######## block 1 ########
Figure 1. Where the registers sit (block 1).
(4 px per um) Other sequential cells in the stronger gray, the rest of the logic in the fainter gray.
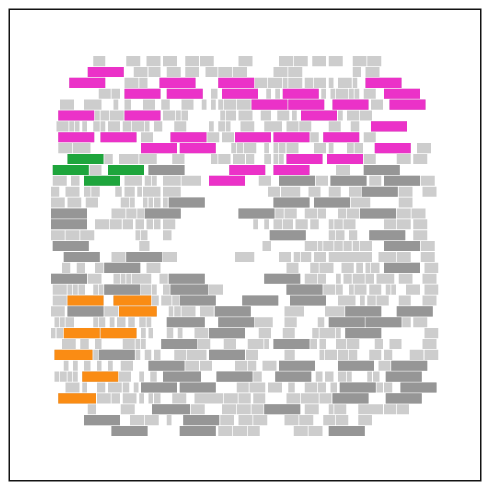

===== src/rtl/ram_bist_sequencer_pkg.sv =====
// ram_bist_sequencer_pkg: shared state encoding, LFSR constants and next-state helper.
package ram_bist_sequencer_pkg;
   typedef enum logic [1:0] {S_IDLE, S_WRITE, S_READ, S_DRAIN} state_t;
   localparam logic [7:0] LFSR_SEED = 8'hA5;
   // Taps for x^8+x^6+x^5+x^4+1 in a shift-left Fibonacci register
   localparam logic [7:0] LFSR_TAPS = 8'hB8;
   localparam int RD_LAT = 1;
   function automatic logic [7:0] lfsr_next(input logic [7:0] v);
      return {v[6:0], ^(v & LFSR_TAPS)};
   endfunction
endpackage


===== src/rtl/ram_bist_sequencer_lfsr8.sv =====
// lfsr8: 8-bit Fibonacci LFSR with load; reset value is the shared seed.
module lfsr8
   import ram_bist_sequencer_pkg::*;
(
   input  logic       i_clk,
   input  logic       i_rst,
   input  logic       i_en,
   input  logic       i_load,
   input  logic [7:0] i_load_value,
   output logic [7:0] o_value
);
   always_ff @(posedge i_clk or posedge i_rst)
      if (i_rst) o_value <= LFSR_SEED;
      else o_value <= i_load ? i_load_value : i_en ? lfsr_next(o_value) : o_value;
endmodule


===== src/rtl/ram_bist_sequencer.sv =====
// ram_bist_sequencer: continuous write/read-back/compare passes over a single-port RAM.
module ram_bist_sequencer
   import ram_bist_sequencer_pkg::*;
#(
   parameter int ADDR_W = 4,
   parameter int DATA_W = 8
)(
   input  logic              i_clk,
   input  logic              i_rst,
   input  logic              i_start_system,
   input  logic              i_stop_system,
   output logic              o_ram_we,
   output logic              o_ram_re,
   output logic [ADDR_W-1:0] o_ram_addr,
   output logic [DATA_W-1:0] o_ram_wdata,
   input  logic [DATA_W-1:0] i_ram_rdata,
   output logic              o_busy,
   output logic              o_mismatch,
   output logic [31:0]       data_sets_generated,
   output logic [31:0]       data_sets_matched
);
   state_t r_state;
   logic r_start, r_stop, r_stop_pending, r_err, r_cmp_valid;
   logic [DATA_W-1:0] r_exp, w_gen, w_replay;
   logic w_go, w_stop, w_last, w_seed_load, w_wr_issue, w_rd_issue, w_miss;
   assign w_go = r_state == S_IDLE && r_start && !r_stop;
   assign w_stop = r_stop_pending || r_stop;
   assign w_last = &o_ram_addr;
   assign w_seed_load = w_go || (r_state == S_DRAIN && !w_stop);
   assign w_wr_issue = w_seed_load || (r_state == S_WRITE && !w_last);
   assign w_rd_issue = r_state == S_WRITE ? w_last : r_state == S_READ && !w_last;
   assign w_miss = r_cmp_valid && i_ram_rdata != r_exp;
   assign o_busy = r_state != S_IDLE;
   lfsr8 u_gen (
      .i_clk(i_clk), .i_rst(i_rst), .i_en(w_wr_issue), .i_load(1'b0),
      .i_load_value(8'h00), .o_value(w_gen)
   );
   // Replay holds the set's seed through WRITE, then steps alongside the reads
   lfsr8 u_replay (
      .i_clk(i_clk), .i_rst(i_rst), .i_en(o_ram_re), .i_load(w_seed_load),
      .i_load_value(w_gen), .o_value(w_replay)
   );
   always_ff @(posedge i_clk or posedge i_rst)
      if (i_rst) begin
         r_state <= S_IDLE;
         r_start <= 1'b0;
         r_stop <= 1'b0;
         r_stop_pending <= 1'b0;
         r_err <= 1'b0;
         r_cmp_valid <= 1'b0;
         r_exp <= '0;
         o_ram_we <= 1'b0;
         o_ram_re <= 1'b0;
         o_ram_addr <= '0;
         o_ram_wdata <= '0;
         o_mismatch <= 1'b0;
         data_sets_generated <= '0;
         data_sets_matched <= '0;
      end else begin
         r_start <= i_start_system;
         r_stop <= i_stop_system;
         o_ram_we <= w_wr_issue;
         o_ram_re <= w_rd_issue;
         o_ram_addr <= (r_state == S_WRITE || r_state == S_READ) ? o_ram_addr + 1'b1 : '0;
         o_ram_wdata <= w_wr_issue ? w_gen : '0;
         r_exp <= w_replay;
         r_cmp_valid <= o_ram_re;
         o_mismatch <= w_miss;
         r_err <= r_state != S_DRAIN && (r_err || w_miss);
         r_stop_pending <= r_state != S_DRAIN && (r_stop_pending || (r_stop && r_state != S_IDLE));
         if (r_state == S_WRITE && w_last) data_sets_generated <= data_sets_generated + 32'd1;
         if (r_state == S_DRAIN && !r_err && !w_miss) data_sets_matched <= data_sets_matched + 32'd1;
         case (r_state)
            S_IDLE:  if (w_go) r_state <= S_WRITE;
            S_WRITE: if (w_last) r_state <= S_READ;
            S_READ:  if (w_last) r_state <= S_DRAIN;
            default: r_state <= w_stop ? S_IDLE : S_WRITE;
         endcase
      end
endmodule

===== config.mk =====
export PLATFORM = sky130hd
export DESIGN_NAME = ram_bist_sequencer
export DESIGN_NICKNAME = d
export VERILOG_FILES = /design/src/rtl/ram_bist_sequencer_pkg.sv /design/src/rtl/ram_bist_sequencer_lfsr8.sv /design/src/rtl/ram_bist_sequencer.sv
export SDC_FILE = /design/constraint.sdc
export NUM_CORES = 1
export LEC_CHECK = 0
export CAP_MARGIN = 20
export CORE_MARGIN = 10
export CORE_UTILIZATION = 52
export CTS_CLUSTER_DIAMETER = 40
export DETAILED_ROUTE_END_ITERATION = 12
export GPL_ROUTABILITY_DRIVEN = 0
export HOLD_SLACK_MARGIN = 0.15
export MAX_ROUTING_LAYER = met4
export PLACE_DENSITY = 0.8
export SKIP_LAST_GASP = 1
export SLEW_MARGIN = 20
export SYNTH_ARGS = -nofsm -noshare
export SYNTH_HDL_FRONTEND = slang
export SYNTH_HIERARCHICAL = 1
export SYNTH_SLANG_ARGS = --single-unit

===== constraint.sdc =====
create_clock -name i_clk -period 4 [get_ports i_clk]
set_clock_uncertainty 0.05 [all_clocks]
set_input_delay 0.8 -clock i_clk [delete_from_list [all_inputs] [get_ports i_clk]]
set_output_delay 0.8 -clock i_clk [all_outputs]
set_load 0.02 [all_outputs]

######## block 2 ########
<file path="src/rtl/c_element_hs_driver.sv">
// Synchronous 4-phase initiator for a Muller C-element: drives a/b through a full rise/fall
// handshake, checks the synchronized response, measures rise latency and counts clean handshakes.
module c_element_hs_driver #(
    parameter int          SYNC_STAGES = 2,
    parameter int          HOLD_CYC    = 4,
    parameter int          TIMEOUT     = 200,
    parameter logic [15:0] PASS_INIT   = 16'h0000
) (
    input  logic        wb_clk_i,
    input  logic        wb_rst_i,
    input  logic        start_i,
    input  logic [1:0]  mode_i,
    input  logic        c_i,
    output logic        a_o,
    output logic        b_o,
    output logic        busy_o,
    output logic        done_o,
    output logic        err_o,
    output logic [1:0]  err_code_o,
    output logic [7:0]  lat_o,
    output logic [15:0] pass_cnt_o
);

    localparam logic [2:0] ST_IDLE    = 3'd0;
    localparam logic [2:0] ST_SET1    = 3'd1;
    localparam logic [2:0] ST_SET2    = 3'd2;
    localparam logic [2:0] ST_WAIT_HI = 3'd3;
    localparam logic [2:0] ST_CLR1    = 3'd4;
    localparam logic [2:0] ST_CLR2    = 3'd5;
    localparam logic [2:0] ST_WAIT_LO = 3'd6;
    localparam logic [2:0] ST_DONE    = 3'd7;

    localparam logic [1:0] MODE_A  = 2'b00;
    localparam logic [1:0] MODE_B  = 2'b01;
    localparam logic [1:0] MODE_AB = 2'b10;

    localparam logic [1:0] ERR_RISE    = 2'b01;
    localparam logic [1:0] ERR_FALL    = 2'b10;
    localparam logic [1:0] ERR_TIMEOUT = 2'b11;

    localparam logic [7:0] HOLD_LAST   = 8'(HOLD_CYC - 1);
    localparam logic [7:0] TIMEOUT_CNT = 8'(TIMEOUT);

    logic [SYNC_STAGES-1:0] sync_q;
    logic                   c_sync;

    logic [2:0]  state_q, state_d;
    logic [1:0]  mode_q, mode_d;
    logic [1:0]  start_mode;
    logic [7:0]  cnt_q, cnt_d;
    logic        a_q, a_d;
    logic        b_q, b_d;
    logic        done_q, done_d;
    logic        err_q, err_d;
    logic [1:0]  code_q, code_d;
    logic [7:0]  lat_q, lat_d;
    logic [15:0] pass_q, pass_d;

    logic        premature;
    logic [1:0]  premature_code;
    logic        timeout;
    logic        both;

    // c_i is asynchronous; only the last stage is ever looked at by the FSM.
    always_ff @(posedge wb_clk_i) begin
        if (wb_rst_i) begin
            sync_q <= '0;
        end else begin
            sync_q <= {sync_q[SYNC_STAGES-2:0], c_i};
        end
    end

    assign c_sync     = sync_q[SYNC_STAGES-1];
    assign start_mode = (mode_i == 2'b11) ? MODE_A : mode_i;
    assign both       = (mode_q == MODE_AB);

    always_comb begin
        state_d        = state_q;
        mode_d         = mode_q;
        cnt_d          = cnt_q;
        a_d            = a_q;
        b_d            = b_q;
        done_d         = 1'b0;
        err_d          = err_q;
        code_d         = code_q;
        lat_d          = lat_q;
        pass_d         = pass_q;
        premature      = 1'b0;
        premature_code = 2'b00;
        timeout        = 1'b0;

        case (state_q)
            ST_IDLE: begin
                if (start_i) begin
                    mode_d  = start_mode;
                    a_d     = (start_mode != MODE_B);
                    b_d     = (start_mode != MODE_A);
                    err_d   = 1'b0;
                    code_d  = 2'b00;
                    cnt_d   = 8'd0;
                    state_d = ST_SET1;
                end
            end
            ST_SET1: begin
                if (!both && c_sync) begin
                    premature      = 1'b1;
                    premature_code = ERR_RISE;
                end else if (cnt_q == HOLD_LAST) begin
                    cnt_d   = 8'd0;
                    state_d = ST_SET2;
                end else begin
                    cnt_d = cnt_q + 8'd1;
                end
            end
            ST_SET2: begin
                a_d     = 1'b1;
                b_d     = 1'b1;
                cnt_d   = 8'd0;
                state_d = ST_WAIT_HI;
            end
            ST_WAIT_HI: begin
                // A response arriving on the timeout cycle still counts as a success.
                if (c_sync) begin
                    lat_d   = cnt_q;
                    cnt_d   = 8'd0;
                    state_d = ST_CLR1;
                    if (both) begin
                        a_d = 1'b0;
                        b_d = 1'b0;
                    end else if (mode_q == MODE_B) begin
                        b_d = 1'b0;
                    end else begin
                        a_d = 1'b0;
                    end
                end else if (cnt_q == TIMEOUT_CNT) begin
                    timeout = 1'b1;
                end else begin
                    cnt_d = cnt_q + 8'd1;
                end
            end
            ST_CLR1: begin
                if (!both && !c_sync) begin
                    premature      = 1'b1;
                    premature_code = ERR_FALL;
                end else if (cnt_q == HOLD_LAST) begin
                    cnt_d   = 8'd0;
                    state_d = ST_CLR2;
                end else begin
                    cnt_d = cnt_q + 8'd1;
                end
            end
            ST_CLR2: begin
                a_d     = 1'b0;
                b_d     = 1'b0;
                cnt_d   = 8'd0;
                state_d = ST_WAIT_LO;
            end
            ST_WAIT_LO: begin
                if (!c_sync) begin
                    done_d  = 1'b1;
                    state_d = ST_DONE;
                end else if (cnt_q == TIMEOUT_CNT) begin
                    timeout = 1'b1;
                end else begin
                    cnt_d = cnt_q + 8'd1;
                end
            end
            ST_DONE: begin
                if (!err_q) begin
                    pass_d = pass_q + 16'd1;
                end
                state_d = ST_IDLE;
            end
            default: begin
                state_d = ST_IDLE;
            end
        endcase

        // Any failure releases both C-element inputs on the same edge and ends the handshake.
        if (premature || timeout) begin
            err_d   = 1'b1;
            code_d  = premature ? premature_code : ERR_TIMEOUT;
            a_d     = 1'b0;
            b_d     = 1'b0;
            done_d  = 1'b1;
            state_d = ST_DONE;
        end
    end

    always_ff @(posedge wb_clk_i) begin
        if (wb_rst_i) begin
            state_q <= ST_IDLE;
            mode_q  <= MODE_A;
            cnt_q   <= 8'd0;
            a_q     <= 1'b0;
            b_q     <= 1'b0;
            done_q  <= 1'b0;
            err_q   <= 1'b0;
            code_q  <= 2'b00;
            lat_q   <= 8'd0;
            pass_q  <= PASS_INIT;
        end else begin
            state_q <= state_d;
            mode_q  <= mode_d;
            cnt_q   <= cnt_d;
            a_q     <= a_d;
            b_q     <= b_d;
            done_q  <= done_d;
            err_q   <= err_d;
            code_q  <= code_d;
            lat_q   <= lat_d;
            pass_q  <= pass_d;
        end
    end

    assign a_o        = a_q;
    assign b_o        = b_q;
    assign busy_o     = (state_q != ST_IDLE);
    assign done_o     = done_q;
    assign err_o      = err_q;
    assign err_code_o = code_q;
    assign lat_o      = lat_q;
    assign pass_cnt_o = pass_q;

endmodule

</file>
<file path="config.mk">
export PLATFORM = sky130hd
export DESIGN_NAME = c_element_hs_driver
export DESIGN_NICKNAME = d
export VERILOG_FILES = /design/src/rtl/c_element_hs_driver.sv
export SDC_FILE = /design/constraint.sdc
export NUM_CORES = 1
export LEC_CHECK = 0
export CORE_MARGIN = 2
export CORE_UTILIZATION = 31
export DETAILED_ROUTE_END_ITERATION = 12
export PLACE_DENSITY_LB_ADDON = 0.2
export SETUP_SLACK_MARGIN = 0.05
export SLEW_MARGIN = 20
export SYNTH_ARGS = -nofsm -noshare
export SYNTH_HDL_FRONTEND = slang
export SYNTH_SLANG_ARGS = --single-unit
</file>
<file path="constraint.sdc">
create_clock -name wb_clk_i -period 4.7 [get_ports wb_clk_i]
set_clock_uncertainty 0.15 [all_clocks]
set_input_delay 1.175 -clock wb_clk_i [delete_from_list [all_inputs] [get_ports wb_clk_i]]
set_output_delay 1.175 -clock wb_clk_i [all_outputs]
set_load 0.01 [all_outputs]
</file>

==> screenshots <==
Layout detail.
panel A
Region (57, 57) to (82, 82) um. Cells in gray, sequential cells in the stronger gray; small squares are vias.
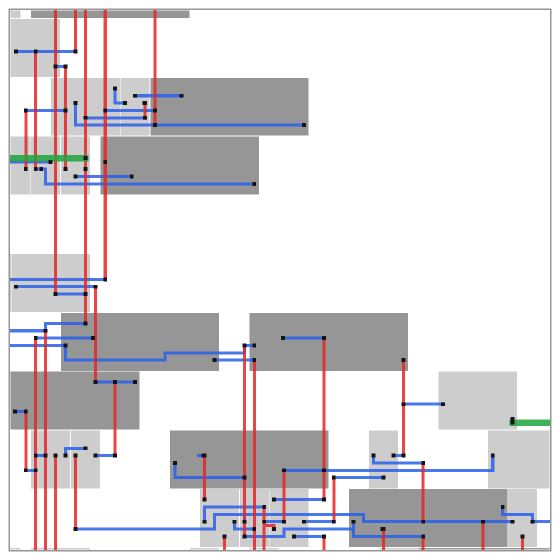
panel B
Region (76, 76) to (101, 101) um. Cells in gray, sequential cells in the stronger gray; small squares are vias.
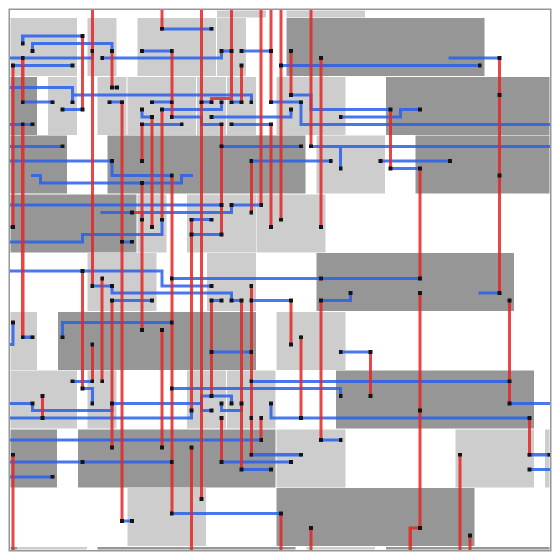
Block 2 is panel A.
Block 1 is panel B.

Key to panel A:
[blue] metal 1
[green] metal 3
[red] metal 2
sequential cells in the window: 7
cells with their middle in the window: 22
most frequent: dfxtp_1 (7), nand2_1 (4)
netlist names of flops here include: lat_o (4), pass_cnt_o (2)

Figure 2. Signal wires on met1 (block 1).
(2 px per um)
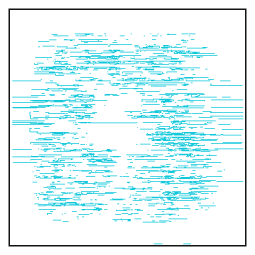
main direction: horizontal
share of all routed wire: 44%

About Figure 1:
[green] o_ram_addr | flops: 4
[magenta] data_sets_generated | flops: 32
[orange] u_gen/o_value | flops: 8

==> run summary, block 1 <==
Notes from the flow run.

Power and ir drop:
- The run gives the worst voltage drop across the vdd grid as 0.426 mV.
- Per the breakdown, switching nets consume around a third of all power.
- The run gives the overall power as 3.10 mW.
- The script computed a power per unit cell area of 496 nW/um^2.
- The run puts the relative contribution of the clock network to total power at between 20% and 30%.

Place:
- The run gives the post-place instance area as 6050 sq um.
- In this run, placement finished with an instance count of between 600 and 700.
- Summed over all nets, the half-perimeter wirelength after detailed placement is a little under 8000 um.

Drt:
- The routed design has 10600 um of wire.
- The highest layer touched by signal routing is met4.

Synth:
- Among the non-sequential cells, simple AND/OR/NAND/NOR gates take the most area.
- For this run the top cell type by instance count after synthesis was sky130_fd_sc_hd__dfrtp_1.
- The run puts the async set-reset flop share out of synthesis at 100%.
- The run puts the average cell area after synthesis at roughly 11 sq um.
- For reference, the top cells by count after synthesis are 102 x sky130_fd_sc_hd__dfrtp_1, 49 x sky130_fd_sc_hd__nand2_1, 49 x sky130_fd_sc_hd__xor2_1.
- Per Yosys stat, the portion of area used by sequential elements is 55.9%.
- The run puts the count of flip-flops with a built-in enable after synthesis at 0.
- Synthesis produced a netlist whose cell count is 434.

Worst setup path:
- The run puts the critical path data arrival time at 1840 ps.
- According to the timing report, the critical path is launched from r_state[0].

Global route:
- The run gives the global-route met1 utilization as a little under a fifth.

Status:
- The run finished with clean final reports.

Clocking:
- The longest clock path from root to sink contains 2 buffers.
- The run gives the TritonCTS clock tree as done.

Die:
- The die is between 100 and 150 um tall.

Finish:
- The run puts the fraction of final layout cells sized beyond drive strength 1 at between 6 and 7%.
- The run gives the number of antenna diodes as 0.

Min path:
- The most critical min-delay path falls under flip-flop to flip-flop.
==> block 1: power by group through the flow <==
stage	clock, mW	combinational [mW]	sequential [mW]
2_1_floorplan	0	0.546	1.58
4_1_cts	0.671	0.943	1.52
3_3_place_gp	0	0.903	1.53
5_1_grt	0.722	1.03	1.55
3_5_place_dp	0	0.935	1.54
6_report	0.653	0.930	1.51
==> block 1: worst max path at each step <==
stage	slack (ps)	endpoint	depth (start not counted)
detailed placement	960	data_sets_matched[10]	7
global route	1180	o_busy	4
CTS	1290	o_busy	4
floorplan	700	data_sets_generated[0]	1
global placement	1130	data_sets_matched[10]	7
finish	1310	o_busy	4
==> block 1: critical path, stage by stage (launching register included) <==
cell and delay [ps]:
sky130_fd_sc_hd__dfrtp_1 420, sky130_fd_sc_hd__inv_1 100, sky130_fd_sc_hd__ha_1 250, sky130_fd_sc_hd__inv_1 100
sky130_fd_sc_hd__clkdlybuf4s50_1 620
==> block 1: area by class of cell <==
cell class / instances / area (sq um)
timing repair buffer: 94 / 946
inverter: 9 / 48.8
clock inverter: 4 / 55.1
multi-input combinational: 319 / 2130
fill: 710 / 3000
clock buffer: 11 / 131
sequential: 110 / 2760
tap: 129 / 161
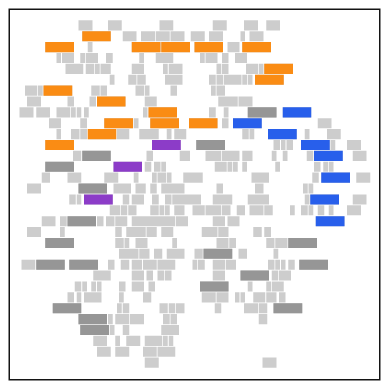
Figure 3: block 2, where the registers sit.
(4 px per um) Other sequential cells in the stronger gray, the rest of the logic in the fainter gray.
[blue] lat_o | flops: 8
[orange] pass_cnt_o | flops: 16
[purple] state_q | flops: 3
not colored: 18

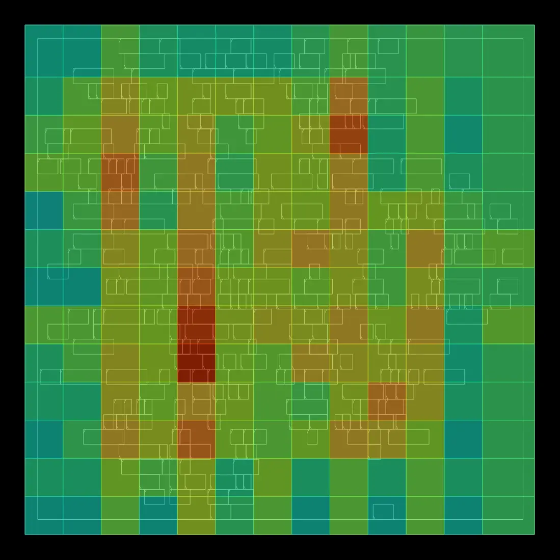
Figure 4: block 2, congestion heat map.
GRT Resource Usage Total: 13.2%
most congested layer reported by global routing: met2
Global Route met3 Usage: 2.79%
wire per inst: 12.5 um
met1 capacity usage during global routing: 18.1%

==> run summary, block 2 <==
Notes from the flow run.

Status:
- The run finished with clean final reports.

Synth:
- The run puts the count of flip-flops with a built-in enable after synthesis at 0.
- The run puts the share of synthesized cell area in and, or, nand and nor gates at 27.1%.
- The run gives the multiplexer area fraction after synthesis as 1.71%.
- The run puts the adder and majority cell fraction of the synthesized area at under 10%.
- The commonest cells after synthesis are 45 x sky130_fd_sc_hd__dfxtp_1, 31 x sky130_fd_sc_hd__nand2_1, 29 x sky130_fd_sc_hd__a21oi_1.
- Yosys attributes the largest share of cell area to sky130_fd_sc_hd__dfxtp_1 37%, sky130_fd_sc_hd__a21oi_1 6.0%, sky130_fd_sc_hd__ha_1 5.2%.

Clocking:
- Per the TritonCTS log, the buffer count is 5.
- The run puts the maximum root-to-sink buffer count at 2.
- The run puts the clock latency at the later pin of the worst-skew pair at ~300 ps.

Place:
- The run gives the placed instance count as approximately 400.
- The run gives the port buffer count as 36.

Worst setup path:
- The run gives the internal reg-to-reg setup slack as 2380 ps.
- In this run the worst setup path terminates at busy_o.
- The run gives the launching instance or port of the critical path as state_q[1].

Drt:
- Summed over all nets, wire length on met3 after detailed routing comes to around 160 um.
- The run gives the starting DRC count in detailed routing as 58.

Die:
- The run puts the number of cell rows at 32.

Min path:
- The worst hold path begins at sync_q[0].
-- block 2: power breakdown --
part | switching, mW | leakage, nW | internal, mW | total [mW]
Clock | 0.134 | 0.0554 | 0.160 | 0.294
Combinational | 0.175 | 0.564 | 0.140 | 0.315
Sequential | 0.0389 | 0.364 | 0.406 | 0.445
-- block 2: stage by stage --
| stage | hold WS [ps] | instance area (sq um) | power (mW) | worst slack, ps |
|---|---|---|---|---|
| finish | 292 | 2940 | 1.05 | 1540 |
| floorplan | 264 | 2410 | 0.698 | 2150 |
| global route | 328 | 2940 | 1.12 | 1350 |
| detailed placement | 275 | 2830 | 0.769 | 1500 |
| global placement | 269 | 2830 | 0.771 | 1530 |
| CTS | 297 | 2940 | 1.07 | 1530 |
-- block 2: state kept, by name, summed over array words and instances, names as in the netlist, 2 cells and up --
name,flops
cnt_q,8
err_code_o,2
pass_cnt_o,16
lat_o,8
mode_q,2
sync_q,2
state_q,3
-- block 2: layout make-up --
type	count	area, sq um	area share [%]
clock inverter	2	38.8	1.32
sequential	45	901	30.7
inverter	16	60.1	2.05
clock buffer	6	72.6	2.47
timing repair buffer	38	375	12.8
multi-input combinational	208	1360	46.4
tap	102	128	4.35

######## block 3 ########
Figure 5. Selected gate families (block 3).
(2 px per um)
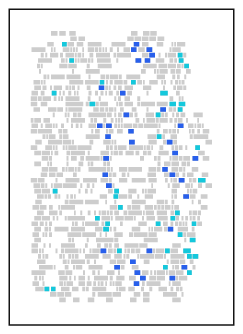
Figure 6. Layout detail (block 3).
Region (71, 105) to (96, 130) um. Cells in gray, sequential cells in the stronger gray; small squares are vias.
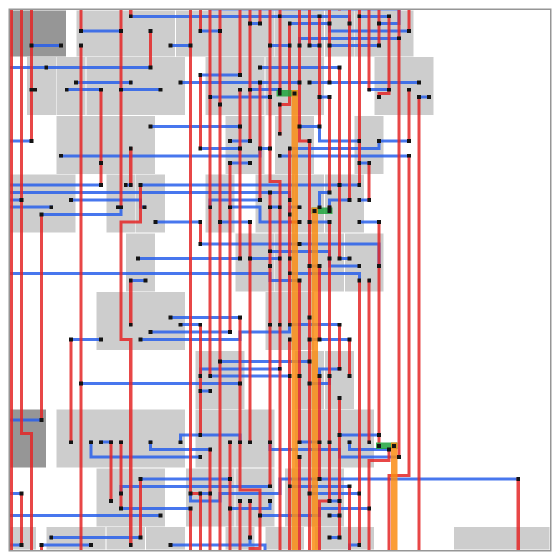
**src/rtl/count_seq_pkg.sv**
```systemverilog
// Shared types and constants for the range sequencer and the up/down load counter it drives.
package count_seq_pkg;
  localparam int W_DEF  = 16;
  localparam int SW_DEF = 4;

  typedef enum logic [1:0] {
    IDLE = 2'd0,
    LOAD = 2'd1,
    RUN  = 2'd2,
    DONE = 2'd3
  } state_t;

  // Counter control encodings: load pin low loads data, clear pin is active-low.
  localparam logic LOAD_DATA = 1'b0;
  localparam logic COUNT     = 1'b1;
  localparam logic CLEAR_ACT = 1'b0;
endpackage

```
**src/rtl/seq_remaining.sv**
```systemverilog
// Distance left to the terminal bound and whether one more full stride still fits.
module seq_remaining #(
  parameter int W  = 16,
  parameter int SW = 4
) (
  input  logic [W-1:0]  cur,
  input  logic [W-1:0]  bound,
  input  logic          dir,
  input  logic [SW-1:0] stride,
  output logic          can_step
);
  logic [W-1:0] rem;

  // cur never passes the bound in the travel direction, so this never goes negative.
  always_comb begin
    rem      = dir ? (bound - cur) : (cur - bound);
    can_step = (rem >= {{(W-SW){1'b0}}, stride});
  end
endmodule

```
**src/rtl/count_sequencer.sv**
```systemverilog
// Programmable range sequencer: loads an external counter, strides it toward an end bound
// without overshoot, and checks the counter feedback against a shadow count.
module count_sequencer
  import count_seq_pkg::*;
#(
  parameter int W  = W_DEF,
  parameter int SW = SW_DEF
) (
  input  logic          clk,
  input  logic          reset,
  input  logic          initiate,
  input  logic          abort,
  input  logic [W-1:0]  start_val,
  input  logic [W-1:0]  end_val,
  input  logic [SW-1:0] step,
  input  logic [W-1:0]  cnt_q,
  output logic [W-1:0]  cnt_data,
  output logic          cnt_load,
  output logic          cnt_direction,
  output logic [SW-1:0] cnt_value,
  output logic          cnt_clear,
  output logic [W-1:0]  o,
  output logic          busy,
  output logic          done,
  output logic          error,
  output state_t        state
);
  state_t        state_q, state_d;
  logic [W-1:0]  start_l, start_d;
  logic [W-1:0]  end_l, end_d;
  logic [SW-1:0] step_l, step_d;
  logic          dir_l, dir_d;
  logic [W-1:0]  cur, cur_d;
  logic          error_q, error_d;
  logic          can_step;
  logic [W-1:0]  stride_ext;

  assign stride_ext = {{(W-SW){1'b0}}, step_l};

  seq_remaining #(.W(W), .SW(SW)) u_rem (
    .cur      (cur),
    .bound    (end_l),
    .dir      (dir_l),
    .stride   (step_l),
    .can_step (can_step)
  );

  always_ff @(posedge clk) begin
    if (reset) begin
      state_q <= IDLE;
      start_l <= '0;
      end_l   <= '0;
      step_l  <= '0;
      dir_l   <= 1'b0;
      cur     <= '0;
      error_q <= 1'b0;
    end else begin
      state_q <= state_d;
      start_l <= start_d;
      end_l   <= end_d;
      step_l  <= step_d;
      dir_l   <= dir_d;
      cur     <= cur_d;
      error_q <= error_d;
    end
  end

  always_comb begin
    state_d       = state_q;
    start_d       = start_l;
    end_d         = end_l;
    step_d        = step_l;
    dir_d         = dir_l;
    cur_d         = cur;
    error_d       = error_q;
    cnt_data      = '0;
    cnt_load      = COUNT;
    cnt_direction = 1'b1;
    cnt_value     = '0;
    cnt_clear     = ~CLEAR_ACT;
    busy          = 1'b0;
    done          = 1'b0;

    // Feedback is only meaningful once the counter has been loaded.
    if ((state_q == RUN || state_q == DONE) && (cnt_q != cur))
      error_d = 1'b1;

    case (state_q)
      IDLE, DONE: begin
        done = (state_q == DONE);
        if (initiate) begin
          start_d = start_val;
          end_d   = end_val;
          step_d  = (step == '0) ? SW'(1) : step;
          dir_d   = (end_val >= start_val);
          error_d = 1'b0;
          state_d = LOAD;
        end
      end
      LOAD: begin
        busy     = 1'b1;
        cnt_load = LOAD_DATA;
        cnt_data = start_l;
        if (abort) begin
          cnt_clear = CLEAR_ACT;
          cur_d     = '0;
          state_d   = IDLE;
        end else begin
          cur_d   = start_l;
          state_d = RUN;
        end
      end
      RUN: begin
        busy = 1'b1;
        if (abort) begin
          cnt_clear = CLEAR_ACT;
          cur_d     = '0;
          state_d   = IDLE;
        end else if (can_step) begin
          cnt_value     = step_l;
          cnt_direction = dir_l;
          cur_d         = dir_l ? (cur + stride_ext) : (cur - stride_ext);
        end else begin
          state_d = DONE;
        end
      end
      default: state_d = IDLE;
    endcase
  end

  assign o     = cur;
  assign error = error_q;
  assign state = state_q;
endmodule
```
**config.mk**
```make
export PLATFORM = sky130hd
export DESIGN_NAME = count_sequencer
export DESIGN_NICKNAME = d
export VERILOG_FILES = /design/src/rtl/count_seq_pkg.sv /design/src/rtl/seq_remaining.sv /design/src/rtl/count_sequencer.sv
export SDC_FILE = /design/constraint.sdc
export NUM_CORES = 1
export LEC_CHECK = 0
export CAP_MARGIN = 10
export CORE_ASPECT_RATIO = 1.5
export CORE_MARGIN = 10
export CORE_UTILIZATION = 45
export CTS_BUF_LIST = sky130_fd_sc_hd__clkbuf_16
export DETAILED_ROUTE_END_ITERATION = 12
export GPL_ROUTABILITY_DRIVEN = 0
export PLACE_DENSITY_LB_ADDON = 0.05
export SYNTH_ARGS = -nofsm -noshare
export SYNTH_HDL_FRONTEND = slang
export SYNTH_SLANG_ARGS = --single-unit
```
**constraint.sdc**
```tcl
create_clock -name clk -period 7.6 [get_ports clk]
set_input_delay 2.28 -clock clk [delete_from_list [all_inputs] [get_ports clk]]
set_output_delay 2.28 -clock clk [all_outputs]
set_load 0.05 [all_outputs]
```
==> run summary <==
Notes from the flow run.

Die:
- The run gives the overall die area as between 15000 and 20000 sq um.
- The run gives the vertical die dimension as 157 um.
- The run puts the fraction of the core area occupied by cells at floorplan at around 46%.
- 100 I/O pins were placed.

Finish:
- The run puts the non-clock buffer area fraction after layout at roughly 15%.

Drt:
- The first detailed-routing pass ran for 6 iterations.
- In this run, the number of DRC markers left after iteration 0 of detailed routing was between 400 and 500.
- The detailed router put a total of 8010 um of wire on met1.
- The run puts the total length of routed met3 wires at 823 um.

Clocking:
- On the reported timing paths, the clock transition at the registers reads 70 ps.

Global route:
- Looking at the global route congestion table, the highest-usage layer is met2.

Worst setup path:
- Per STA, the startpoint of the critical path is o[1].
- The run gives the number of cells on the worst reg-to-reg path as 16.
- The run gives the termination of the worst setup path as cnt_direction.

Status:
- The flow ran to the end, and the final reports show no timing, DRC or antenna violations.

Synth:
- The run gives the sequential-to-total area share from yosys stat as about a fifth.
Notes on Figure 5 above:
[blue] xor and xnor cells | cells: 36
[cyan] non-inverting ao/oa cells | cells: 39

Notes on Figure 6 above:
[green] metal 3
[orange] metal 4
[blue] metal 1
[red] metal 2
cells with their middle in the window: 38
sequential cells in the window: 0

## through the flow
step	hold slack [ps]	instance area [sq um]	power, mW	setup WS [ps]	std cells
2_1_floorplan	436	5650	0.787	1220	751
3_3_place_gp	446	6670	0.952	954	972
3_5_place_dp	462	6670	0.963	913	972
4_1_cts	472	6810	1.19	758	980
5_1_grt	491	6810	1.27	492	980
6_report	471	6810	1.19	704	980
## power by group through the flow
| stage | Combinational [mW] | Sequential [mW] | Clock (mW) |
|---|---|---|---|
| 2_1_floorplan | 0.433 | 0.354 | 0 |
| 3_3_place_gp | 0.606 | 0.346 | 0 |
| 3_5_place_dp | 0.616 | 0.347 | 0 |
| 4_1_cts | 0.620 | 0.340 | 0.228 |
| 5_1_grt | 0.683 | 0.344 | 0.238 |
| 6_report | 0.627 | 0.341 | 0.226 |
## logic make-up after synthesis
group,after synthesis,synth area share [%]
simple gates,252,22.1
compound gates,213,25.1
fa+ha+maj,73,16.6
buf+inv,105,7.62
flops,56,19.9
xor+xnor,36,5.59
mux,16,3.15
## sequential cells by signal (all words and copies together), names as in the netlist
name and cells:
error 1, step_l 4, o 16, dir_l 1
state 2, end_l 16, start_l 16

No activity file was given, so power comes from the tool's default toggle rates.
